# block 1

### Met3 routing, block 1

Bar = 50 um. Cells faint in the background.
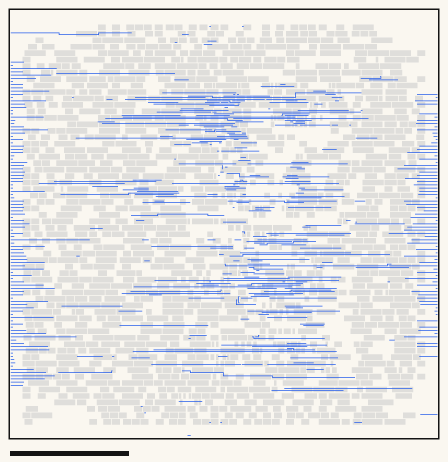

==> src/rtl/mx_vector_streamer.sv <==
// MX block streamer: captures one scaled MX vector and emits it LANES elements per beat.
// Optional NaN/Inf lane flags are enabled with the MX_STREAMER_SPECIAL_DETECT_EN macro.
module mx_vector_streamer #(
  parameter int BLOCK_SIZE = 32,
  parameter int LANES      = 4,
  localparam int VEC_W     = 8 + 8*BLOCK_SIZE,
  localparam int BEATS     = BLOCK_SIZE / LANES,
  localparam int BEAT_W    = (BEATS > 1) ? $clog2(BEATS) : 1
) (
  input  logic               clk,
  input  logic               rst_n,
  input  logic               in_valid,
  output logic               in_ready,
  input  logic [2:0]         in_fmt,
  input  logic [VEC_W-1:0]   in_vec,
  output logic               out_valid,
  input  logic               out_ready,
  output logic [7:0]         out_scale,
  output logic [8*LANES-1:0] out_elem,
  output logic [2:0]         out_fmt,
  output logic [BEAT_W-1:0]  out_beat,
  output logic               out_last,
  output logic               err_fmt
`ifdef MX_STREAMER_SPECIAL_DETECT_EN
  ,
  output logic [LANES-1:0]   out_special
`endif
);

  if (BLOCK_SIZE % LANES != 0) begin : g_bad_cfg
    $error("mx_vector_streamer: BLOCK_SIZE must be a multiple of LANES");
  end

  typedef enum logic {IDLE, STREAM} state_e;

  state_e                    state_q, state_d;
  logic [8*BLOCK_SIZE-1:0]   vec_q, vec_d;
  logic [7:0]                scale_q, scale_d;
  logic [2:0]                fmt_q, fmt_d;
  logic [BEAT_W-1:0]         beat_q, beat_d;
  logic                      err_q, err_d;

  logic accept, legal, out_hs, last_beat;

  // Element idx of the packed vector, zero-extended to a byte.
  function automatic logic [7:0] lane_val(input logic [8*BLOCK_SIZE-1:0] v,
                                          input logic [2:0] fmt, input int idx);
    logic [8*BLOCK_SIZE-1:0] s;
    logic [7:0]              r;
    r = '0;
    case (fmt)
      3'd0, 3'd1, 3'd5: begin s = v >> (idx*8); r = s[7:0]; end
      3'd2, 3'd3:       begin s = v >> (idx*6); r = {2'b00, s[5:0]}; end
      3'd4:             begin s = v >> (idx*4); r = {4'b0000, s[3:0]}; end
      default:          r = '0;
    endcase
    return r;
  endfunction

  assign last_beat = (beat_q == BEAT_W'(BEATS-1));
  assign out_valid = (state_q == STREAM);
  assign out_last  = out_valid && last_beat;
  assign out_hs    = out_valid && out_ready;
  assign in_ready  = (state_q == IDLE) || (out_hs && last_beat);
  assign accept    = in_valid && in_ready;
  assign legal     = (in_fmt <= 3'd5);

  always_comb begin
    state_d = state_q;
    vec_d   = vec_q;
    scale_d = scale_q;
    fmt_d   = fmt_q;
    beat_d  = beat_q;
    err_d   = 1'b0;
    if (out_hs) begin
      if (last_beat) begin
        state_d = IDLE;
        beat_d  = '0;
      end else begin
        beat_d  = beat_q + BEAT_W'(1);
      end
    end
    // A new block may land in the same cycle the previous one retires.
    if (accept) begin
      if (legal) begin
        state_d = STREAM;
        vec_d   = in_vec[8*BLOCK_SIZE-1:0];
        scale_d = in_vec[8*BLOCK_SIZE +: 8];
        fmt_d   = in_fmt;
        beat_d  = '0;
      end else begin
        err_d   = 1'b1;
      end
    end
  end

  always_ff @(posedge clk or negedge rst_n) begin
    if (!rst_n) begin
      state_q <= IDLE;
      vec_q   <= '0;
      scale_q <= '0;
      fmt_q   <= '0;
      beat_q  <= '0;
      err_q   <= 1'b0;
    end else begin
      state_q <= state_d;
      vec_q   <= vec_d;
      scale_q <= scale_d;
      fmt_q   <= fmt_d;
      beat_q  <= beat_d;
      err_q   <= err_d;
    end
  end

  assign out_scale = scale_q;
  assign out_fmt   = fmt_q;
  assign out_beat  = beat_q;
  assign err_fmt   = err_q;

  always_comb begin
    out_elem = '0;
    for (int k = 0; k < LANES; k++) begin
      out_elem[8*k +: 8] = lane_val(vec_q, fmt_q, int'(beat_q)*LANES + k);
    end
  end

`ifdef MX_STREAMER_SPECIAL_DETECT_EN
  // A saturated block scale marks the whole block as non-finite.
  always_comb begin
    out_special = '0;
    for (int k = 0; k < LANES; k++) begin
      if (scale_q == 8'hFF)
        out_special[k] = 1'b1;
      else if (fmt_q == 3'd0)
        out_special[k] = (out_elem[8*k+2 +: 5] == 5'h1F);
      else if (fmt_q == 3'd1)
        out_special[k] = (out_elem[8*k+3 +: 4] == 4'hF) && (out_elem[8*k +: 3] == 3'h7);
    end
  end
`endif

endmodule

==> config.mk <==
export PLATFORM = sky130hd
export DESIGN_NAME = mx_vector_streamer
export DESIGN_NICKNAME = d
export VERILOG_FILES = /design/src/rtl/mx_vector_streamer.sv
export SDC_FILE = /design/constraint.sdc
export NUM_CORES = 1
export LEC_CHECK = 0
export CAP_MARGIN = 25
export CORE_MARGIN = 5
export CORE_UTILIZATION = 55
export DETAILED_ROUTE_END_ITERATION = 10
export PLACE_DENSITY_LB_ADDON = 0.15
export SYNTH_ARGS = -nofsm -noshare
export SYNTH_HDL_FRONTEND = slang
export SYNTH_SLANG_ARGS = --single-unit
export TNS_END_PERCENT = 30
==> constraint.sdc <==
create_clock -name clk -period 4.8 [get_ports clk]
set_input_delay 1.2 -clock clk [delete_from_list [all_inputs] [get_ports clk]]
set_output_delay 1.2 -clock clk [all_outputs]
set_load 0.02 [all_outputs]
# block 2

<file path="src/rtl/pe_feed_pkg.sv">
// Shared types and helpers for the systolic-grid skew feeder.
// Optional build macro used by the feeder: PE_FEED_ZERO_PAD_EN.
package pe_feed_pkg;

    typedef enum logic [1:0] {
        IDLE,
        LOAD,
        DRAIN,
        DONE
    } feed_state_t;

    localparam int DEF_N      = 4;
    localparam int DEF_KMAX   = 16;
    localparam int DEF_DWIDTH = 64;

    // Widest lane bus and lane word the slicing helper accepts.
    localparam int LANE_BUS_MAX = 2048;
    localparam int LANE_DW_MAX  = 128;

    function automatic logic [LANE_DW_MAX-1:0] lane_slice(
        input logic [LANE_BUS_MAX-1:0] bus,
        input int                      idx,
        input int                      width
    );
        logic [LANE_BUS_MAX-1:0] shifted;
        shifted = bus >> (idx * width);
        return shifted[LANE_DW_MAX-1:0];
    endfunction

endpackage

</file>
<file path="src/rtl/pe_skew_feeder_skew_line.sv">
// Shift-enabled delay line of {en, data}; the last stage is the lane output register.
// With PE_FEED_ZERO_PAD_EN defined, bubbles load zero data instead of holding.
module skew_line #(
    parameter int DEPTH  = 1,
    parameter int DWIDTH = 64
) (
    input  logic              clk,
    input  logic              rst_n,
    input  logic              i_shift,
    input  logic              i_en,
    input  logic [DWIDTH-1:0] i_data,
    output logic              o_en,
    output logic [DWIDTH-1:0] o_data
);

    logic              r_en      [DEPTH];
    logic [DWIDTH-1:0] r_data    [DEPTH];
    logic              w_srcEn   [DEPTH];
    logic [DWIDTH-1:0] w_srcData [DEPTH];

    always_comb begin
        w_srcEn[0]   = i_en;
        w_srcData[0] = i_data;
        for (int s = 1; s < DEPTH; s++) begin
            w_srcEn[s]   = r_en[s-1];
            w_srcData[s] = r_data[s-1];
        end
    end

    always_ff @(posedge clk or negedge rst_n) begin
        if (!rst_n) begin
            for (int s = 0; s < DEPTH; s++) begin
                r_en[s]   <= 1'b0;
                r_data[s] <= '0;
            end
        end else if (i_shift) begin
            for (int s = 0; s < DEPTH; s++) begin
                r_en[s] <= w_srcEn[s];
`ifdef PE_FEED_ZERO_PAD_EN
                r_data[s] <= w_srcEn[s] ? w_srcData[s] : '0;
`else
                if (w_srcEn[s]) begin
                    r_data[s] <= w_srcData[s];
                end
`endif
            end
        end
    end

    assign o_en   = r_en[DEPTH-1];
    assign o_data = r_data[DEPTH-1];

endmodule

</file>
<file path="src/rtl/pe_skew_feeder.sv">
// Skews A/B operand beats onto the west/north edges of the PE grid, paced by advance.
// Bubble data handling selected by PE_FEED_ZERO_PAD_EN (undefined: data holds).
module pe_skew_feeder
    import pe_feed_pkg::*;
#(
    parameter int DWIDTH = DEF_DWIDTH,
    parameter int N      = DEF_N,
    parameter int KMAX   = DEF_KMAX
) (
    input  logic                clk,
    input  logic                rst_n,
    input  logic                advance,
    input  logic                in_valid,
    output logic                in_ready,
    input  logic                in_last,
    input  logic [N*DWIDTH-1:0] in_a,
    input  logic [N*DWIDTH-1:0] in_b,
    output logic [N*DWIDTH-1:0] a_edge,
    output logic [N*DWIDTH-1:0] b_edge,
    output logic [N-1:0]        lane_en,
    output logic                busy,
    output logic                done,
    output logic                truncated
);

    localparam int CW  = $clog2(KMAX + 1);
    localparam int DCW = (N > 1) ? $clog2(N) : 1;

    feed_state_t    r_state;
    logic [CW-1:0]  r_beats;
    logic [DCW-1:0] r_drainCnt;
    logic           r_busy;
    logic           r_done;
    logic           r_trunc;

    logic           w_take;
    logic [CW-1:0]  w_beatsInc;
    logic           w_atKmax;
    logic           w_endLoad;

    assign in_ready   = advance && (r_state == IDLE || r_state == LOAD);
    assign w_take     = in_ready && in_valid;
    assign w_beatsInc = r_beats + 1'b1;
    assign w_atKmax   = (w_beatsInc == CW'(KMAX));
    assign w_endLoad  = w_take && (in_last || w_atKmax);

    // A single-beat job may end on the very beat that starts it.
    always_ff @(posedge clk or negedge rst_n) begin
        if (!rst_n) begin
            r_state    <= IDLE;
            r_beats    <= '0;
            r_drainCnt <= '0;
            r_busy     <= 1'b0;
            r_done     <= 1'b0;
            r_trunc    <= 1'b0;
        end else begin
            case (r_state)
                IDLE, LOAD: begin
                    if (w_take) begin
                        r_busy  <= 1'b1;
                        r_beats <= w_beatsInc;
                        if (r_state == IDLE) begin
                            r_trunc <= 1'b0;
                        end
                        if (w_endLoad) begin
                            if (!in_last) begin
                                r_trunc <= 1'b1;
                            end
                            r_drainCnt <= '0;
                            if (N == 1) begin
                                r_state <= DONE;
                                r_done  <= 1'b1;
                            end else begin
                                r_state <= DRAIN;
                            end
                        end else begin
                            r_state <= LOAD;
                        end
                    end
                end
                DRAIN: begin
                    if (advance) begin
                        if (r_drainCnt == DCW'(N - 2)) begin
                            r_state <= DONE;
                            r_done  <= 1'b1;
                        end else begin
                            r_drainCnt <= r_drainCnt + 1'b1;
                        end
                    end
                end
                DONE: begin
                    r_state <= IDLE;
                    r_done  <= 1'b0;
                    r_busy  <= 1'b0;
                    r_beats <= '0;
                end
                default: r_state <= IDLE;
            endcase
        end
    end

    assign busy      = r_busy;
    assign done      = r_done;
    assign truncated = r_trunc;

    for (genvar i = 0; i < N; i++) begin : g_lane
        logic [DWIDTH-1:0] w_laneA;
        logic [DWIDTH-1:0] w_laneB;
        logic              w_aEn;
        logic              w_bEn;

        assign w_laneA = DWIDTH'(lane_slice(LANE_BUS_MAX'(in_a), i, DWIDTH));
        assign w_laneB = DWIDTH'(lane_slice(LANE_BUS_MAX'(in_b), i, DWIDTH));

        skew_line #(.DEPTH(i + 1), .DWIDTH(DWIDTH)) u_lineA (
            .clk     (clk),
            .rst_n   (rst_n),
            .i_shift (advance),
            .i_en    (w_take),
            .i_data  (w_laneA),
            .o_en    (w_aEn),
            .o_data  (a_edge[i*DWIDTH +: DWIDTH])
        );

        skew_line #(.DEPTH(i + 1), .DWIDTH(DWIDTH)) u_lineB (
            .clk     (clk),
            .rst_n   (rst_n),
            .i_shift (advance),
            .i_en    (w_take),
            .i_data  (w_laneB),
            .o_en    (w_bEn),
            .o_data  (b_edge[i*DWIDTH +: DWIDTH])
        );

        // Both lines carry the same tag; combining them keeps each observable.
        assign lane_en[i] = w_aEn & w_bEn;
    end

endmodule

</file>
<file path="config.mk">
export PLATFORM = sky130hd
export DESIGN_NAME = pe_skew_feeder
export DESIGN_NICKNAME = d
export VERILOG_FILES = /design/src/rtl/pe_feed_pkg.sv /design/src/rtl/pe_skew_feeder_skew_line.sv /design/src/rtl/pe_skew_feeder.sv
export SDC_FILE = /design/constraint.sdc
export NUM_CORES = 2
export LEC_CHECK = 0
export ABC_AREA = 1
export CAP_MARGIN = 20
export CORE_AREA = 2 2 409 411
export CTS_CLUSTER_DIAMETER = 60
export DETAILED_ROUTE_END_ITERATION = 12
export DIE_AREA = 0 0 411 413
export GPL_ROUTABILITY_DRIVEN = 1
export HOLD_SLACK_MARGIN = 0.1
export SETUP_SLACK_MARGIN = 0.05
export SLEW_MARGIN = 20
export SYNTH_ARGS = -nofsm -noshare
export SYNTH_HDL_FRONTEND = slang
export SYNTH_SLANG_ARGS = --single-unit
</file>
<file path="constraint.sdc">
create_clock -name clk -period 1.8 [get_ports clk]
set_input_delay 0.18 -clock clk [delete_from_list [all_inputs] [get_ports clk]]
set_output_delay 0.18 -clock clk [all_outputs]
set_load 0.02 [all_outputs]
</file>
# block 3

`src/rtl/shift_register_piso_if.sv`:
```
// Load handshake and serial output bundle for shift_register_piso.
// Latency: none, wires only.
// Backpressure: load_ready flows back to the word source; shift_en is the consumer's stall.
//
// master: the upstream word source and serial consumer (drives load_valid, I, shift_en).
// slave : the shift register itself (drives load_ready, sout, sout_valid, busy, done).
interface shift_register_piso_if #(
  parameter int n = 8
) ();
  logic         load_valid;
  logic         load_ready;
  logic [n-1:0] I;
  logic         shift_en;
  logic         sout;
  logic         sout_valid;
  logic         busy;
  logic         done;

  modport master (
    output load_valid, I, shift_en,
    input  load_ready, sout, sout_valid, busy, done
  );

  modport slave (
    input  load_valid, I, shift_en,
    output load_ready, sout, sout_valid, busy, done
  );
endinterface

```
`src/rtl/shift_register_piso.sv`:
```
// Parallel-in/serial-out shift register with a valid/ready load handshake.
// Latency: a word loaded at edge k presents bit 0 right after edge k; done follows the last consumed bit by one cycle.
// Backpressure: shift_en=0 freezes the presented bit; a new word is accepted only in IDLE or on the last-bit edge.
//
// Ports: clk, reset_n (async active-low); bus (slave modport) carries load_valid/load_ready/I,
// shift_en, sout, sout_valid, busy and done.
module shift_register_piso #(
  parameter int n         = 8,
  parameter bit LSB_FIRST = 1'b1
) (
  input  logic                  clk,
  input  logic                  reset_n,
  shift_register_piso_if.slave  bus
);

  localparam int CW = (n > 1) ? $clog2(n) : 1;
  localparam logic [CW-1:0] LAST = CW'(n - 1);

  typedef enum logic {IDLE, SHIFT} state_t;

  state_t          state, state_nxt;
  logic [n-1:0]    shreg, shreg_nxt;
  logic [CW-1:0]   count, count_nxt;
  logic            done_q, done_nxt;

  logic            last_bit;
  logic            load;
  logic [n-1:0]    shreg_shifted;

  // The final bit leaves on this edge, which is also the only SHIFT-state
  // edge where a new word may be taken without an idle gap.
  assign last_bit = (state == SHIFT) && (count == LAST) && bus.shift_en;

  assign bus.load_ready = (state == IDLE) || last_bit;
  assign load           = bus.load_valid && bus.load_ready;

  // Move toward the output end, back-filling with zero.
  assign shreg_shifted = LSB_FIRST ? {1'b0, shreg[n-1:1]} : {shreg[n-2:0], 1'b0};

  always_ff @(posedge clk or negedge reset_n) begin
    if (!reset_n) begin
      state  <= IDLE;
      shreg  <= '0;
      count  <= '0;
      done_q <= 1'b0;
    end else begin
      state  <= state_nxt;
      shreg  <= shreg_nxt;
      count  <= count_nxt;
      done_q <= done_nxt;
    end
  end

  always_comb begin
    state_nxt = state;
    shreg_nxt = shreg;
    count_nxt = count;
    done_nxt  = last_bit;

    if (load) begin
      // Covers both the IDLE load and the back-to-back load on the last-bit edge.
      state_nxt = SHIFT;
      shreg_nxt = bus.I;
      count_nxt = '0;
    end else if (state == SHIFT && bus.shift_en) begin
      shreg_nxt = shreg_shifted;
      if (last_bit) begin
        state_nxt = IDLE;
        count_nxt = '0;
      end else begin
        count_nxt = count + 1'b1;
      end
    end
  end

  // All serial-side outputs come from registers only.
  assign bus.sout_valid = (state == SHIFT);
  assign bus.busy       = (state == SHIFT);
  assign bus.sout       = (state == SHIFT) && (LSB_FIRST ? shreg[0] : shreg[n-1]);
  assign bus.done       = done_q;

endmodule
```
`src/flat_wrapper.sv`:
```
// flat-port wrapper written by rule: the top's interface ports become plain ports
module shift_register_piso_flat 
#(
  parameter int n         = 8,
  parameter bit LSB_FIRST = 1'b1
)
  (clk, reset_n, bus_load_valid, bus_I, bus_shift_en, bus_load_ready, bus_sout, bus_sout_valid, bus_busy, bus_done);
  shift_register_piso_if #(.n(n)) bus_i ();
  input  logic clk;
  input  logic reset_n;
  input wire logic [$bits(bus_i.load_valid)-1:0] bus_load_valid;
  input wire logic [$bits(bus_i.I)-1:0] bus_I;
  input wire logic [$bits(bus_i.shift_en)-1:0] bus_shift_en;
  output wire logic [$bits(bus_i.load_ready)-1:0] bus_load_ready;
  output wire logic [$bits(bus_i.sout)-1:0] bus_sout;
  output wire logic [$bits(bus_i.sout_valid)-1:0] bus_sout_valid;
  output wire logic [$bits(bus_i.busy)-1:0] bus_busy;
  output wire logic [$bits(bus_i.done)-1:0] bus_done;
  assign bus_i.load_valid = bus_load_valid;
  assign bus_i.I = bus_I;
  assign bus_i.shift_en = bus_shift_en;
  assign bus_load_ready = bus_i.load_ready;
  assign bus_sout = bus_i.sout;
  assign bus_sout_valid = bus_i.sout_valid;
  assign bus_busy = bus_i.busy;
  assign bus_done = bus_i.done;
  shift_register_piso #(.n(n), .LSB_FIRST(LSB_FIRST)) u_core (.clk(clk), .reset_n(reset_n), .bus(bus_i));
endmodule
```
`config.mk`:
```
export PLATFORM = sky130hd
export DESIGN_NAME = shift_register_piso_flat
export DESIGN_NICKNAME = d
export VERILOG_FILES = /design/src/rtl/shift_register_piso_if.sv /design/src/rtl/shift_register_piso.sv /design/src/flat_wrapper.sv
export SDC_FILE = /design/constraint.sdc
export NUM_CORES = 1
export LEC_CHECK = 0
export CORE_MARGIN = 2
export CORE_UTILIZATION = 48
export DETAILED_ROUTE_END_ITERATION = 10
export GPL_TIMING_DRIVEN = 0
export PLACE_DENSITY = 0.89
export RECOVER_POWER = 100
export SYNTH_ARGS = -nofsm -noshare
export SYNTH_HDL_FRONTEND = slang
export SYNTH_SLANG_ARGS = --single-unit
```
`constraint.sdc`:
```
create_clock -name clk -period 1.7 [get_ports clk]
set_input_delay 0.34 -clock clk [delete_from_list [all_inputs] [get_ports clk]]
set_output_delay 0.34 -clock clk [all_outputs]
set_load 0.05 [all_outputs]
```
### Gate families picked out, block 3

Bar = 10 um.
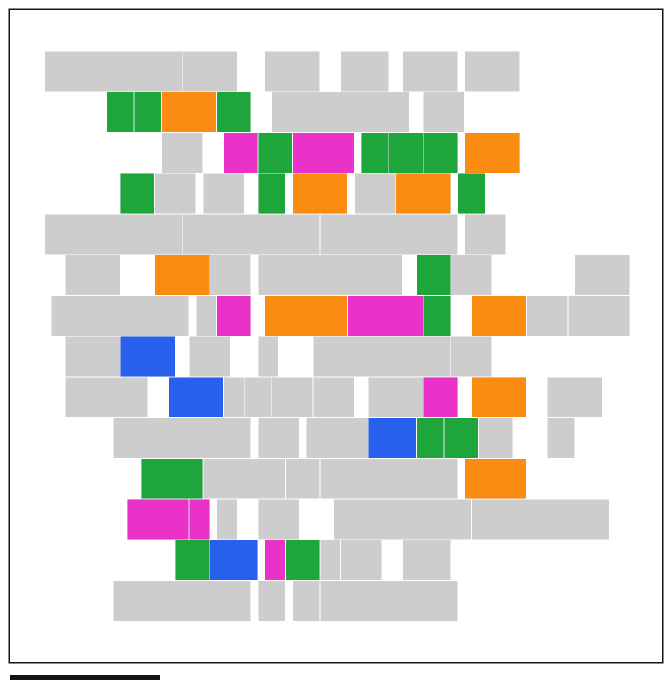
multiplexers -> orange  # cells 9
NAND gates -> magenta  # cells 8
AND-OR and OR-AND gates -> blue  # cells 4
inverting AOI/OAI gates -> green  # cells 17
Top cell excl fill/tap: dfrtp_1
Comb/total area: 0.411

==> impl_metrics.tcl, block 3 <==
# metrics dict for downstream scripts
set metrics [dict create \
    layout_top_cells "dfrtp_1 (12), o22ai_1 (9), clkdlybuf4s50_1 (8)" \
    ios 17 \
    yosysTopAreaCellShare 0.433 \
    setup_ws_ns -0.00722 \
    violations "negative setup slack" \
    whs_path_depth 2 \
    wl_met1_um 713 \
    maxSlewHeadroom 0.602 \
    num_antenna_cells 0 \
    fin_total_pwr_mw 1.17 \
    power_clock_mw 0.196 \
    endpoint "bus_load_ready" \
    warnings 28 \
    path_class "register to output port" \
    design_area_um2 1000 \
    hold_slack_ns 0.426 \
    clock_skew_ns 0.00329 \
    path_delay_family "flip-flops" \
    dp_hpwl_um 1020 \
    nClkBuffers 4 \
    topCellsByArea "dfrtp_1 (43%), mux2i_1 (9.3%), o22ai_1 (7.5%), or2b_1 (7.0%), a21oi_1 (4.7%)" \
    inverters 2 \
    reg2reg_depth 6 \
    edf_count 0 \
    start_kind "register" \
    die_y_um 43.5 \
    cts-buffers-inserted 3 \
    status "finished with violations" \
    synthAoiAreaFrac 0.187 \
    track_usage 0.172 \
    seq-power_mw 0.463 \
    use_met2 0.265 \
    synth.cell_area_um2 751 \
    p_comb_frac 0.439 \
    drive_above_1_share 0.266 \
    synth_area_per_cell_um2 10.6 \
    bufAreaShareNonClock 0.210 \
    met1_usage 0.219 \
    worst_pin_slew_ns 0.596 \
    route.met3.wl_um 86 \
    wire_per_inst_um 14.7 \
    htree_levels 1 \
    ys_sh_xor 0 \
    fa_ha_area_frac 0.0333 \
    setup_viol 1 \
]
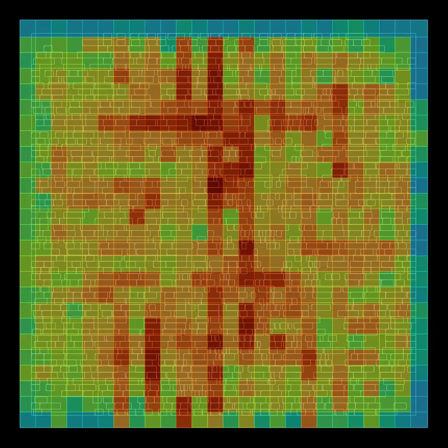
*Routing congestion map, block 1*
met1 Use GR: 0.442
met2 usage: 0.415
final core utilization: 0.704
total track usage: 0.291

About 'Met3 routing' of block 1:
wire length on this layer = 5140 um
nets with wire on the layer = 357
main direction = horizontal
longest straight run = 85.6 um
vias after detailed routing: 10844
Total Wirelength: 48700 um

==> impl_metrics.tcl, block 1 <==
# metrics dict for downstream scripts
set metrics [dict create \
    ant_nets 0 \
    post_cts.repair.setup_buffers 0 \
    design_area_um2 20200 \
    logic_family "multiplexers" \
    regMostFlops "vec_q" \
    tns_ns 0 \
    clock_skew_ns 0.0126 \
    die_y_um 180 \
    ios 321 \
    grt_busiest_layer "met1" \
    ys.flops 272 \
    cp_slowest_cell "dfrtp_4" \
    fp_util 0.555 \
    ys_sh_xor 0 \
    synth_cell_types 38 \
    antenna_found_initial 0 \
    num_antenna_cells 0 \
    ys_chip_area_um2 15900 \
    reg2reg_depth 8 \
    mux_share 0.445 \
    htree_levels 1 \
    p_leak_nw 8.26 \
    route.met3.wl_um 5140 \
    rr_endpoint "vec_q[68]$_DFFE_PN0P_" \
    power-top-group "combinational cells" \
    yosysCellCount 1018 \
    path_depth 5 \
    setup_ws_ns 0.134 \
    hold_end "vec_q[239]$_DFFE_PN0P_" \
    cts_tree "done" \
    rsz0062_at_grt "false" \
    synth_cells 1018 \
    status "finished clean" \
    numPortBuffers 320 \
    yosysWarnings 0 \
    viasPerCell 6.26 \
]
### Routing congestion map, block 2

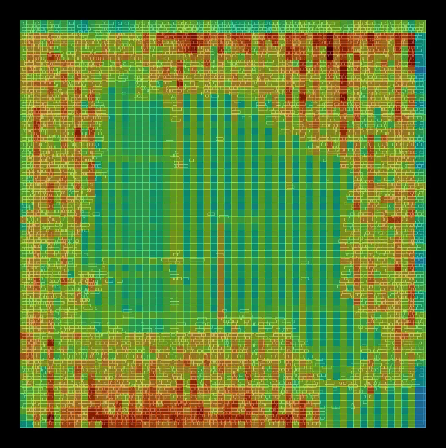
met2 usage: 0.276
met1 Use GR: 0.228
Avg WL per Cell: 18.3 um
final core utilization: 0.440
total track usage: 0.173

### M1 wires, block 2

Bar = 100 um. Supply wires on this layer in grey.
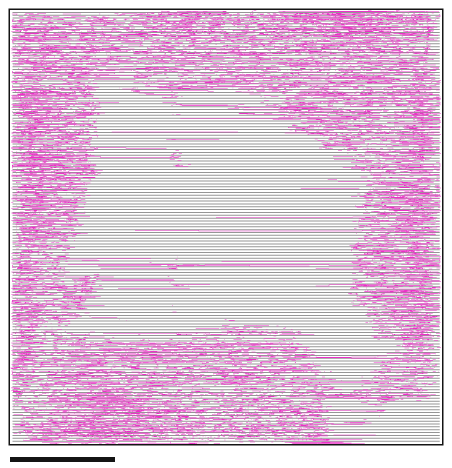
longest straight run = 156 um
share of all routed wire = 44%
nets with wire on the layer = 5691

==> impl_metrics.tcl, block 2 <==
# metrics dict for downstream scripts
set metrics [dict create \
    max_stage_delay_ns 0.43 \
    ys_sh_simple 0.126 \
    path_depth 2 \
    powerDensity_nw_per_um2 1540 \
    topRoutingLayerUsed "met5" \
    biggestCellCategory "flip-flops and latches" \
    use_met3 0.0444 \
    num_antenna_cells 6 \
    ys_sh_xor 0 \
    place_ws_ns -0.258 \
    setup_ws_ns 0.116 \
    synth_cells 4461 \
    synthAoiAreaFrac 0.0136 \
    maxSlewHeadroom 0.655 \
    nWellTaps 2204 \
    grt-ovfl-total 0 \
    status "finished clean" \
    antenna_found_initial 19 \
    die_y_um 413 \
    worst_pin_slew_ns 0.517 \
    endpoint_kind "output port" \
    crit_path_cell_trace "nor2_4, buf_8" \
    drcViolationCount 0 \
    drive_above_1_share 0.261 \
    grt_pass1_wl_um 226000 \
    wl_met1_um 65000 \
    wirelength_um 149000 \
    clock_skew_ns 0.0501 \
    dp_hpwl_um 105000 \
    clk_share 0.0670 \
]

# block 4

[config.mk]
export PLATFORM = sky130hd
export DESIGN_NAME = ctrl_pipe
export DESIGN_NICKNAME = d
export VERILOG_FILES = /design/src/rtl/ctrl_pipe.sv
export SDC_FILE = /design/constraint.sdc
export NUM_CORES = 1
export LEC_CHECK = 0
export CAP_MARGIN = 20
export CELL_PAD_IN_SITES_DETAIL_PLACEMENT = 1
export CELL_PAD_IN_SITES_GLOBAL_PLACEMENT = 2
export CORE_MARGIN = 2
export CORE_UTILIZATION = 24
export DETAILED_ROUTE_END_ITERATION = 16
export HOLD_SLACK_MARGIN = 0.12
export PLACE_DENSITY_LB_ADDON = 0.1
export SLEW_MARGIN = 20
export SYNTH_ARGS = -nofsm -noshare
export SYNTH_HDL_FRONTEND = slang
export SYNTH_SLANG_ARGS = --single-unit
[constraint.sdc]
create_clock -name clk -period 4.95 [get_ports clk]
set_clock_uncertainty 0.1 [all_clocks]
set_input_delay 0.99 -clock clk [delete_from_list [all_inputs] [get_ports clk]]
set_output_delay 0.99 -clock clk [all_outputs]
set_load 0.02 [all_outputs]
[src/rtl/ctrl_pipe.sv]
// ctrl_pipe: RV32 decode stage with a registered control bundle.
// Ports: clk/reset; insn_i, pc_i, insn_valid_i, insn_ready_o (fetch side);
//   ex_ready_i, flush_i (execute side); ctrl_valid_o, control bits,
//   wbsel_o, alusel_o, rd_o/rs1_o/rs2_o, pc_o (output register);
//   illegal_o (halted on an illegal opcode).
module ctrl_pipe #(
  parameter int unsigned DWIDTH       = 32,
  parameter int unsigned TRAP_ILLEGAL = 1,
  parameter int unsigned HAZARD_EN    = 1
) (
  input  logic              clk,
  input  logic              reset,
  input  logic [DWIDTH-1:0] insn_i,
  input  logic [DWIDTH-1:0] pc_i,
  input  logic              insn_valid_i,
  output logic              insn_ready_o,
  input  logic              ex_ready_i,
  input  logic              flush_i,
  output logic              ctrl_valid_o,
  output logic              pcsel_o,
  output logic              immsel_o,
  output logic              regwren_o,
  output logic              rs1sel_o,
  output logic              rs2sel_o,
  output logic              memren_o,
  output logic              memwren_o,
  output logic [1:0]        wbsel_o,
  output logic [3:0]        alusel_o,
  output logic [4:0]        rd_o,
  output logic [4:0]        rs1_o,
  output logic [4:0]        rs2_o,
  output logic [DWIDTH-1:0] pc_o,
  output logic              illegal_o
);

  localparam logic [1:0] S_RUN    = 2'd0;
  localparam logic [1:0] S_BUBBLE = 2'd1;
  localparam logic [1:0] S_HALT   = 2'd2;

  localparam logic [3:0] ALU_ADD  = 4'd0;
  localparam logic [3:0] ALU_SUB  = 4'd1;
  localparam logic [3:0] ALU_SLL  = 4'd2;
  localparam logic [3:0] ALU_SLT  = 4'd3;
  localparam logic [3:0] ALU_SLTU = 4'd4;
  localparam logic [3:0] ALU_XOR  = 4'd5;
  localparam logic [3:0] ALU_SRL  = 4'd6;
  localparam logic [3:0] ALU_SRA  = 4'd7;
  localparam logic [3:0] ALU_OR   = 4'd8;
  localparam logic [3:0] ALU_AND  = 4'd9;

  localparam logic [1:0] WB_ALU = 2'd0;
  localparam logic [1:0] WB_MEM = 2'd1;
  localparam logic [1:0] WB_JAL = 2'd2;

  localparam logic [6:0] OP_R     = 7'h33;
  localparam logic [6:0] OP_I     = 7'h13;
  localparam logic [6:0] OP_LOAD  = 7'h03;
  localparam logic [6:0] OP_STORE = 7'h23;
  localparam logic [6:0] OP_LUI   = 7'h37;
  localparam logic [6:0] OP_AUIPC = 7'h17;
  localparam logic [6:0] OP_BR    = 7'h63;
  localparam logic [6:0] OP_JAL   = 7'h6F;
  localparam logic [6:0] OP_JALR  = 7'h67;

  typedef struct packed {
    logic       pcsel;
    logic       immsel;
    logic       regwren;
    logic       rs1sel;
    logic       rs2sel;
    logic       memren;
    logic       memwren;
    logic [1:0] wbsel;
    logic [3:0] alusel;
    logic [4:0] rd;
    logic [4:0] rs1;
    logic [4:0] rs2;
  } ctrl_t;

  logic [6:0] w_op;
  logic [6:0] w_f7;
  logic [2:0] w_f3;
  logic [4:0] w_rd;
  logic [4:0] w_rs1;
  logic [4:0] w_rs2;
  logic [3:0] w_alu;
  ctrl_t      w_dec;
  logic       w_illegal;
  logic       w_use_rs1;
  logic       w_use_rs2;
  logic       w_hazard;
  logic       w_hold;
  logic       w_accept;
  logic       w_trap;
  logic       w_take;

  logic [1:0]        r_state;
  logic              r_valid;
  ctrl_t             r_ctrl;
  logic [DWIDTH-1:0] r_pc;

  assign w_op  = insn_i[6:0];
  assign w_rd  = insn_i[11:7];
  assign w_f3  = insn_i[14:12];
  assign w_rs1 = insn_i[19:15];
  assign w_rs2 = insn_i[24:20];
  assign w_f7  = insn_i[31:25];

  // bit 30 picks SUB/SRA; ADDI overrides this since its bit 30 is imm
  always_comb begin
    w_alu = ALU_ADD;
    case (w_f3)
      3'b000:  w_alu = w_f7[5] ? ALU_SUB : ALU_ADD;
      3'b001:  w_alu = ALU_SLL;
      3'b010:  w_alu = ALU_SLT;
      3'b011:  w_alu = ALU_SLTU;
      3'b100:  w_alu = ALU_XOR;
      3'b101:  w_alu = w_f7[5] ? ALU_SRA : ALU_SRL;
      3'b110:  w_alu = ALU_OR;
      default: w_alu = ALU_AND;
    endcase
  end

  always_comb begin
    w_dec         = '0;
    w_dec.rd      = w_rd;
    w_dec.rs1     = w_rs1;
    w_dec.rs2     = w_rs2;
    w_illegal     = 1'b0;
    w_use_rs1     = 1'b0;
    w_use_rs2     = 1'b0;
    case (w_op)
      OP_R: begin
        w_dec.regwren = 1'b1;
        w_dec.alusel  = w_alu;
        w_use_rs1     = 1'b1;
        w_use_rs2     = 1'b1;
        if (w_f7 != 7'h00 &&
            !(w_f7 == 7'h20 &&
              (w_f3 == 3'b000 || w_f3 == 3'b101)))
          w_illegal = 1'b1;
      end
      OP_I: begin
        w_dec.regwren = 1'b1;
        w_dec.rs2sel  = 1'b1;
        w_dec.alusel  = (w_f3 == 3'b000) ? ALU_ADD : w_alu;
        w_use_rs1     = 1'b1;
        if (w_f3 == 3'b001 && w_f7 != 7'h00)
          w_illegal = 1'b1;
        if (w_f3 == 3'b101 && w_f7 != 7'h00 &&
            w_f7 != 7'h20)
          w_illegal = 1'b1;
      end
      OP_LOAD: begin
        w_dec.memren  = 1'b1;
        w_dec.wbsel   = WB_MEM;
        w_dec.regwren = 1'b1;
        w_dec.rs2sel  = 1'b1;
        w_use_rs1     = 1'b1;
      end
      OP_STORE: begin
        w_dec.memwren = 1'b1;
        w_dec.immsel  = 1'b1;
        w_use_rs1     = 1'b1;
        w_use_rs2     = 1'b1;
      end
      OP_LUI: begin
        w_dec.regwren = 1'b1;
        w_dec.rs1sel  = 1'b1;
        w_dec.rs2sel  = 1'b1;
        w_dec.rs1     = 5'd0;
      end
      OP_AUIPC: begin
        w_dec.regwren = 1'b1;
        w_dec.rs1sel  = 1'b1;
        w_dec.rs2sel  = 1'b1;
      end
      OP_BR: begin
        w_dec.pcsel  = 1'b1;
        w_dec.rs1sel = 1'b1;
        w_dec.rs2sel = 1'b1;
        w_use_rs1    = 1'b1;
        w_use_rs2    = 1'b1;
      end
      OP_JAL: begin
        w_dec.pcsel   = 1'b1;
        w_dec.regwren = 1'b1;
        w_dec.wbsel   = WB_JAL;
        w_dec.rs1sel  = 1'b1;
        w_dec.rs2sel  = 1'b1;
      end
      OP_JALR: begin
        w_dec.pcsel   = 1'b1;
        w_dec.regwren = 1'b1;
        w_dec.wbsel   = WB_JAL;
        w_dec.rs2sel  = 1'b1;
        w_use_rs1     = 1'b1;
      end
      default: w_illegal = 1'b1;
    endcase
    if (w_illegal) begin
      w_dec     = '0;
      w_use_rs1 = 1'b0;
      w_use_rs2 = 1'b0;
    end
  end

  // load in the output register feeding the incoming instruction
  assign w_hazard = (HAZARD_EN != 0) && r_valid &&
                    r_ctrl.memren && (r_ctrl.rd != 5'd0) &&
                    insn_valid_i &&
                    ((w_use_rs1 && w_rs1 == r_ctrl.rd) ||
                     (w_use_rs2 && w_rs2 == r_ctrl.rd));

  assign w_hold   = r_valid && !ex_ready_i;
  assign insn_ready_o = (r_state != S_HALT) &&
                        (ex_ready_i || !r_valid) && !w_hazard;
  assign w_accept = insn_valid_i && insn_ready_o && !flush_i;
  assign w_trap   = w_accept && w_illegal && (TRAP_ILLEGAL != 0);
  assign w_take   = w_accept && !w_trap;

  always_ff @(posedge clk) begin
    if (reset || flush_i) begin
      r_state <= S_RUN;
      r_valid <= 1'b0;
      r_ctrl  <= '0;
      r_pc    <= '0;
    end else if (!w_hold) begin
      unique case (1'b1)
        w_hazard: begin
          r_state <= S_BUBBLE;
          r_valid <= 1'b0;
          r_ctrl  <= '0;
          r_pc    <= '0;
        end
        w_trap: begin
          r_state <= S_HALT;
          r_valid <= 1'b0;
          r_ctrl  <= '0;
          r_pc    <= '0;
        end
        w_take: begin
          r_state <= S_RUN;
          r_valid <= 1'b1;
          r_ctrl  <= w_dec;
          r_pc    <= pc_i;
        end
        default: begin
          r_valid <= 1'b0;
          r_ctrl  <= '0;
          r_pc    <= '0;
          if (r_state != S_HALT)
            r_state <= S_RUN;
        end
      endcase
    end
  end

  assign ctrl_valid_o = r_valid;
  assign pcsel_o      = r_ctrl.pcsel;
  assign immsel_o     = r_ctrl.immsel;
  assign regwren_o    = r_ctrl.regwren;
  assign rs1sel_o     = r_ctrl.rs1sel;
  assign rs2sel_o     = r_ctrl.rs2sel;
  assign memren_o     = r_ctrl.memren;
  assign memwren_o    = r_ctrl.memwren;
  assign wbsel_o      = r_ctrl.wbsel;
  assign alusel_o     = r_ctrl.alusel;
  assign rd_o         = r_ctrl.rd;
  assign rs1_o        = r_ctrl.rs1;
  assign rs2_o        = r_ctrl.rs2;
  assign pc_o         = r_pc;
  assign illegal_o    = (r_state == S_HALT);

endmodule

# block 5

**config.mk**
```make
export PLATFORM = sky130hd
export DESIGN_NAME = alloc_dor_multi
export DESIGN_NICKNAME = d
export VERILOG_FILES = /design/src/rtl/alloc_dor_multi_pkg.sv /design/src/rtl/alloc_dor_multi_sync_fifo_fwft.sv /design/src/rtl/alloc_dor_multi.sv
export SDC_FILE = /design/constraint.sdc
export NUM_CORES = 1
export LEC_CHECK = 0
export CORE_AREA = 2 2 164 102
export DETAILED_ROUTE_END_ITERATION = 10
export DIE_AREA = 0 0 166 104
export GPL_TIMING_DRIVEN = 0
export PLACE_DENSITY = 0.78
export SYNTH_ARGS = -nofsm -noshare
export SYNTH_HDL_FRONTEND = slang
export SYNTH_SLANG_ARGS = --single-unit
```
**constraint.sdc**
```tcl
create_clock -name clk -period 3.85 [get_ports clk]
set_clock_uncertainty 0.05 [all_clocks]
set_input_delay 0.5775 -clock clk [delete_from_list [all_inputs] [get_ports clk]]
set_output_delay 0.5775 -clock clk [all_outputs]
set_load 0.005 [all_outputs]
```
**src/rtl/alloc_dor_multi_pkg.sv**
```systemverilog
// Shared flit format, port indices, route modes and DOR helper for the mesh input-port allocators.
`ifndef ALLOC_DOR_MULTI_DEFS
`define ALLOC_DOR_MULTI_DEFS
`define DATA_WIDTH 32
`define RTID_H     7
`define RTID_L     0
`define HEAD       2'b01
`define BODY       2'b00
`define TAIL       2'b10
`define P_XM       0
`define P_XP       1
`define P_YM       2
`define P_YP       3
`define P_LOC      4
`define RT_XY      1'b0
`define RT_YX      1'b1
`endif

package alloc_dor_multi_pkg;

    localparam int unsigned DEF_DATA_WIDTH = `DATA_WIDTH;
    localparam int unsigned RTID_H         = `RTID_H;
    localparam int unsigned RTID_L         = `RTID_L;
    localparam int unsigned COORD_W        = (RTID_H - RTID_L + 1) / 2;

    localparam logic [1:0] FT_TAIL = `TAIL;

    localparam logic [2:0] P_XM  = 3'(`P_XM);
    localparam logic [2:0] P_XP  = 3'(`P_XP);
    localparam logic [2:0] P_YM  = 3'(`P_YM);
    localparam logic [2:0] P_YP  = 3'(`P_YP);
    localparam logic [2:0] P_LOC = 3'(`P_LOC);

    localparam logic RT_YX = `RT_YX;

    localparam logic [1:0] ST_IDLE = 2'd0;
    localparam logic [1:0] ST_FWD  = 2'd1;
    localparam logic [1:0] ST_DROP = 2'd2;

    // Dimension-order route: returns the output channel index for a destination.
    function automatic logic [2:0] dor_route(
        input logic [COORD_W-1:0] dst_x,
        input logic [COORD_W-1:0] dst_y,
        input logic [COORD_W-1:0] rtr_x,
        input logic [COORD_W-1:0] rtr_y,
        input logic               mode
    );
        logic [2:0] x_port;
        logic [2:0] y_port;
        logic       x_done;
        logic       y_done;
        x_done = (dst_x == rtr_x);
        y_done = (dst_y == rtr_y);
        x_port = (dst_x < rtr_x) ? P_XM : P_XP;
        y_port = (dst_y < rtr_y) ? P_YM : P_YP;
        if (mode == RT_YX) begin
            dor_route = !y_done ? y_port : (!x_done ? x_port : P_LOC);
        end else begin
            dor_route = !x_done ? x_port : (!y_done ? y_port : P_LOC);
        end
    endfunction

endpackage

```
**src/rtl/alloc_dor_multi_sync_fifo_fwft.sv**
```systemverilog
// First-word-fall-through synchronous FIFO; head data is valid whenever empty is low.
module sync_fifo_fwft #(
    parameter int unsigned DEPTH = 4,
    parameter int unsigned WIDTH = 32
) (
    input  logic                   clk,
    input  logic                   rstn,
    input  logic [WIDTH-1:0]       wr_data,
    input  logic                   wr_en,
    input  logic                   rd_en,
    output logic [WIDTH-1:0]       rd_data,
    output logic                   empty,
    output logic                   full,
    output logic [$clog2(DEPTH):0] count
);

    localparam int unsigned AW = $clog2(DEPTH);
    localparam int unsigned CW = AW + 1;

    logic [WIDTH-1:0] mem [DEPTH];
    logic [AW-1:0]    wr_ptr;
    logic [AW-1:0]    rd_ptr;
    logic [CW-1:0]    cnt_q;
    logic             push;
    logic             pop;

    // A full FIFO refuses writes even when a read frees a slot in the same cycle.
    assign full    = (cnt_q == CW'(DEPTH));
    assign empty   = (cnt_q == '0);
    assign push    = wr_en & ~full;
    assign pop     = rd_en & ~empty;
    assign rd_data = mem[rd_ptr];
    assign count   = cnt_q;

    always_ff @(posedge clk) begin
        if (push) begin
            mem[wr_ptr] <= wr_data;
        end
    end

    // Pointers wrap naturally since DEPTH is a power of two.
    always_ff @(posedge clk or negedge rstn) begin
        if (!rstn) begin
            wr_ptr <= '0;
            rd_ptr <= '0;
            cnt_q  <= '0;
        end else begin
            if (push) begin
                wr_ptr <= wr_ptr + AW'(1);
            end
            if (pop) begin
                rd_ptr <= rd_ptr + AW'(1);
            end
            case ({push, pop})
                2'b10:   cnt_q <= cnt_q + CW'(1);
                2'b01:   cnt_q <= cnt_q - CW'(1);
                default: cnt_q <= cnt_q;
            endcase
        end
    end

endmodule

```
**src/rtl/alloc_dor_multi.sv**
```systemverilog
// Input-port allocator: buffers flits, routes packets by DOR (XY/YX) with wormhole lock,
// and drops packets whose destination channel is masked off.
module alloc_dor_multi
    import alloc_dor_multi_pkg::*;
#(
    parameter int unsigned        DATA_WIDTH  = DEF_DATA_WIDTH,
    parameter int unsigned        FIFO_DEPTH  = 4,
    parameter int unsigned        NUM_OUT     = 5,
    parameter logic [NUM_OUT-1:0] OUT_MASK    = {NUM_OUT{1'b1}},
    parameter int unsigned        ROUTE_MODE  = 0,
    parameter int unsigned        ROUTER_ID_X = 0,
    parameter int unsigned        ROUTER_ID_Y = 0
) (
    input  logic                          clk,
    input  logic                          rstn,
    input  logic [DATA_WIDTH-1:0]         data_i,
    input  logic                          valid_i,
    output logic                          ready_o,
    output logic [NUM_OUT-1:0]            out_valid_o,
    input  logic [NUM_OUT-1:0]            out_ready_i,
    output logic [NUM_OUT*DATA_WIDTH-1:0] out_data_o,
    output logic [$clog2(FIFO_DEPTH):0]   fifo_cnt_o,
    output logic                          lock_o,
    output logic                          drop_o,
    output logic [15:0]                   drop_cnt_o
);

    localparam int unsigned CH_W = (NUM_OUT > 1) ? $clog2(NUM_OUT) : 1;

    logic [DATA_WIDTH-1:0] head;
    logic                  fifo_empty;
    logic                  fifo_full;
    logic                  pop;
    logic                  head_valid;
    logic                  head_tail;
    logic [2:0]            route_idx;
    logic [NUM_OUT-1:0]    route_sel;
    logic                  route_ok;
    logic [NUM_OUT-1:0]    lock_sel;

    logic [1:0]            state_q;
    logic [1:0]            state_d;
    logic [CH_W-1:0]       chan_q;
    logic [CH_W-1:0]       chan_d;
    logic [15:0]           drop_cnt_q;

    sync_fifo_fwft #(
        .DEPTH (FIFO_DEPTH),
        .WIDTH (DATA_WIDTH)
    ) u_fifo (
        .clk     (clk),
        .rstn    (rstn),
        .wr_data (data_i),
        .wr_en   (valid_i),
        .rd_en   (pop),
        .rd_data (head),
        .empty   (fifo_empty),
        .full    (fifo_full),
        .count   (fifo_cnt_o)
    );

    assign ready_o    = ~fifo_full;
    assign head_valid = ~fifo_empty;
    assign head_tail  = (head[DATA_WIDTH-1 -: 2] == FT_TAIL);
    assign out_data_o = {NUM_OUT{head}};

    // Route decision on the head flit; only meaningful in IDLE.
    assign route_idx = dor_route(head[RTID_L+COORD_W +: COORD_W],
                                 head[RTID_L +: COORD_W],
                                 COORD_W'(ROUTER_ID_X),
                                 COORD_W'(ROUTER_ID_Y),
                                 (ROUTE_MODE != 0));
    assign route_sel = NUM_OUT'(1) << route_idx;
    assign route_ok  = |(OUT_MASK & route_sel);
    assign lock_sel  = NUM_OUT'(1) << chan_q;

    // Next state, channel lock, offer and pop decisions.
    always_comb begin
        state_d     = state_q;
        chan_d      = chan_q;
        out_valid_o = '0;
        pop         = 1'b0;
        drop_o      = 1'b0;
        case (state_q)
            ST_IDLE: begin
                if (head_valid) begin
                    if (route_ok) begin
                        out_valid_o = route_sel;
                        if (|(out_ready_i & route_sel)) begin
                            pop    = 1'b1;
                            chan_d = CH_W'(route_idx);
                            if (!head_tail) begin
                                state_d = ST_FWD;
                            end
                        end
                    end else begin
                        pop    = 1'b1;
                        drop_o = 1'b1;
                        if (!head_tail) begin
                            state_d = ST_DROP;
                        end
                    end
                end
            end
            ST_FWD: begin
                if (head_valid) begin
                    out_valid_o = lock_sel;
                    if (|(out_ready_i & lock_sel)) begin
                        pop = 1'b1;
                        if (head_tail) begin
                            state_d = ST_IDLE;
                        end
                    end
                end
            end
            ST_DROP: begin
                if (head_valid) begin
                    pop = 1'b1;
                    if (head_tail) begin
                        state_d = ST_IDLE;
                    end
                end
            end
            default: state_d = ST_IDLE;
        endcase
    end

    always_ff @(posedge clk or negedge rstn) begin
        if (!rstn) begin
            state_q    <= ST_IDLE;
            chan_q     <= '0;
            drop_cnt_q <= '0;
        end else begin
            state_q <= state_d;
            chan_q  <= chan_d;
            if (drop_o && (drop_cnt_q != 16'hFFFF)) begin
                drop_cnt_q <= drop_cnt_q + 16'd1;
            end
        end
    end

    assign lock_o     = (state_q != ST_IDLE);
    assign drop_cnt_o = drop_cnt_q;

endmodule

```
### Met3 routing, block 4

Bar = 20 um. Cells faint in the background.
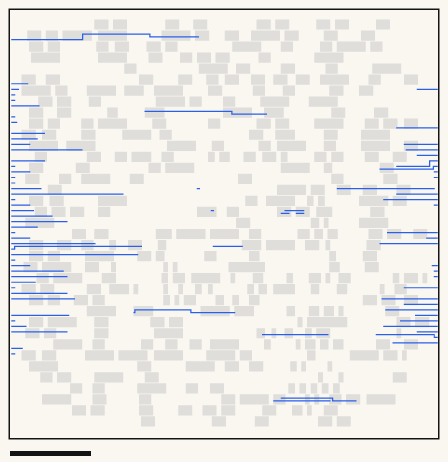
share of all routed wire = 9.0%
nets with wire on the layer = 79
main direction = horizontal
M3 GR Usage: 0.0612
Total Wirelength: 8220 um
vias after detailed routing: 2328

==> impl_metrics.tcl, block 4 <==
# metrics dict for downstream scripts
set metrics [dict create \
    design_area_um2 4030 \
    rr_endpoint "alusel_o[3]$_SDFFE_PP0N_" \
    start_kind "primary input" \
    n_fill_cell 1144 \
    status "finished clean" \
    htree_levels 3 \
    inverters 5 \
    worst_pin_slew_ns 0.640 \
    cts_tree "done" \
    power.switching_mw 0.236 \
    yosysWarnings 0 \
    grt-ovfl-total 0 \
    fin_total_pwr_mw 0.993 \
    cts.sinks 62 \
    viasPerCell 4.70 \
    num_antenna_cells 0 \
    reg2reg_depth 6 \
    cp_data_arrival_time_ns 3.41 \
    insertion_delay_ns 0.33 \
    top_cell "dfxtp_1" \
    clk_pin_slew_ns 0.06 \
    hold_class "register to register" \
    core_area_um2 10200 \
    maxCapViolCount 0 \
    edf_count 0 \
    synth_top_cell_by_area "dfxtp_1" \
    bufAreaShareNonClock 0.333 \
    ir_drop_uv 100 \
    cpMostUsedCell "clkdlybuf4s50_1" \
    dp_hpwl_um 5990 \
    fp_util 0.243 \
    ant_nets 0 \
    post_cts_resized 0 \
    critPathRequiredTime_ns 3.86 \
    yosys-top-cells-count "dfxtp_1 (62), a22o_1 (49), nor2_1 (14)" \
    ys_sh_xor 0.0389 \
    path_delay_family "buffers and inverters" \
]
### Met3 routing, block 5

Bar = 50 um. Cells faint in the background.
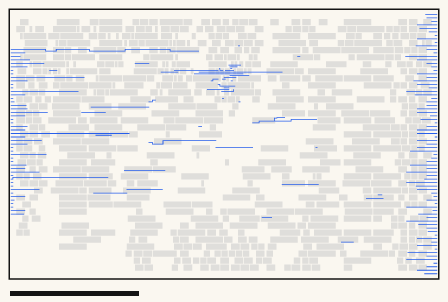
wire length on this layer = 1130 um
share of all routed wire = 7.6%
longest straight run = 45.8 um
nets with wire on the layer = 149

==> impl_metrics.tcl, block 5 <==
# metrics dict for downstream scripts
set metrics [dict create \
    status "finished clean" \
    grt-ovfl-total 0 \
    largest_reg_flops 128 \
    rr_endpoint "u_fifo.count[2]$_DFFE_PN0P_" \
    wl_met2_um 7580 \
    placedCellCount 861 \
    viasPerCell 4.66 \
    pwr-share-clk 0.172 \
    comb_area_um2 1320 \
    seq-power_mw 2.28 \
    p_leak_nw 3.88 \
    insertion_delay_ns 0.41 \
    ys_seq_share 0.649 \
    design_area_um2 10100 \
    swShare 0.284 \
    rows 36 \
    mux_share 0.110 \
    clk_share 0.0570 \
    post_dp_cell_area_um2 9520 \
]

==> gallery <==
Routing congestion map.
image #1
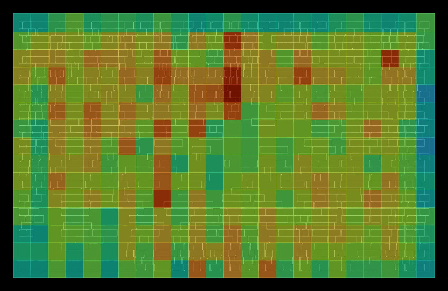
image #2
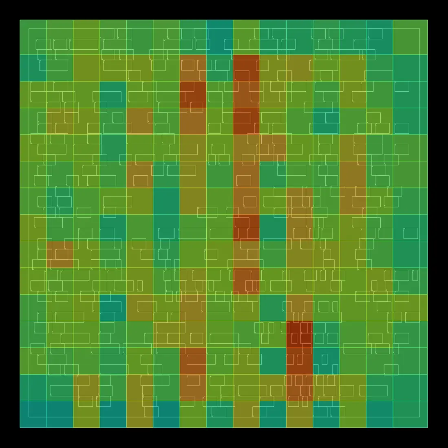
block 4 -> image #2
block 5 -> image #1



==> notes/layouts.md <==
Pictures saved along the way, in no particular order.

M1 wires.
picture 1
Bar = 50 um. Supply wires on this layer in grey.
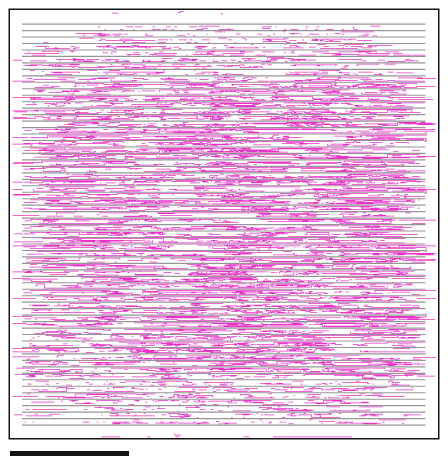
picture 2
Bar = 50 um. Supply wires on this layer in grey.
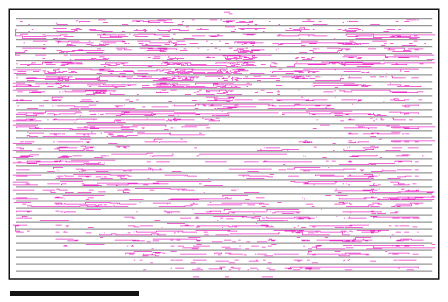
picture 3
Bar = 10 um. Supply wires on this layer in grey.
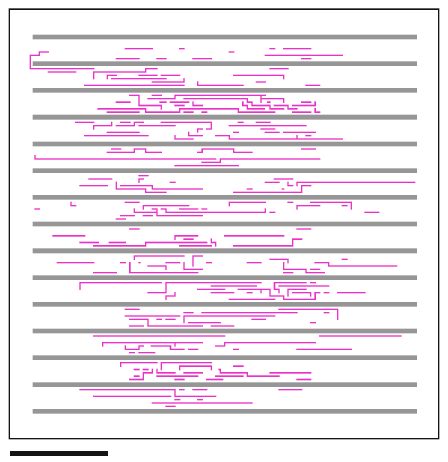
picture 4
Bar = 20 um. Supply wires on this layer in grey.
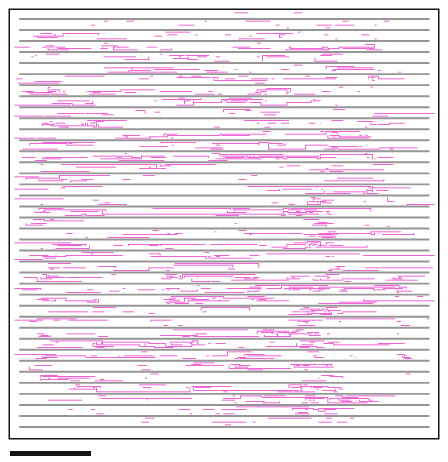
Of these, smallest die: picture 3
For block 4, see picture 4.
For block 5, see picture 2.
For block 3, see picture 3.
For block 1, see picture 1.

No activity file was given, so power comes from the tool's default toggle rates.
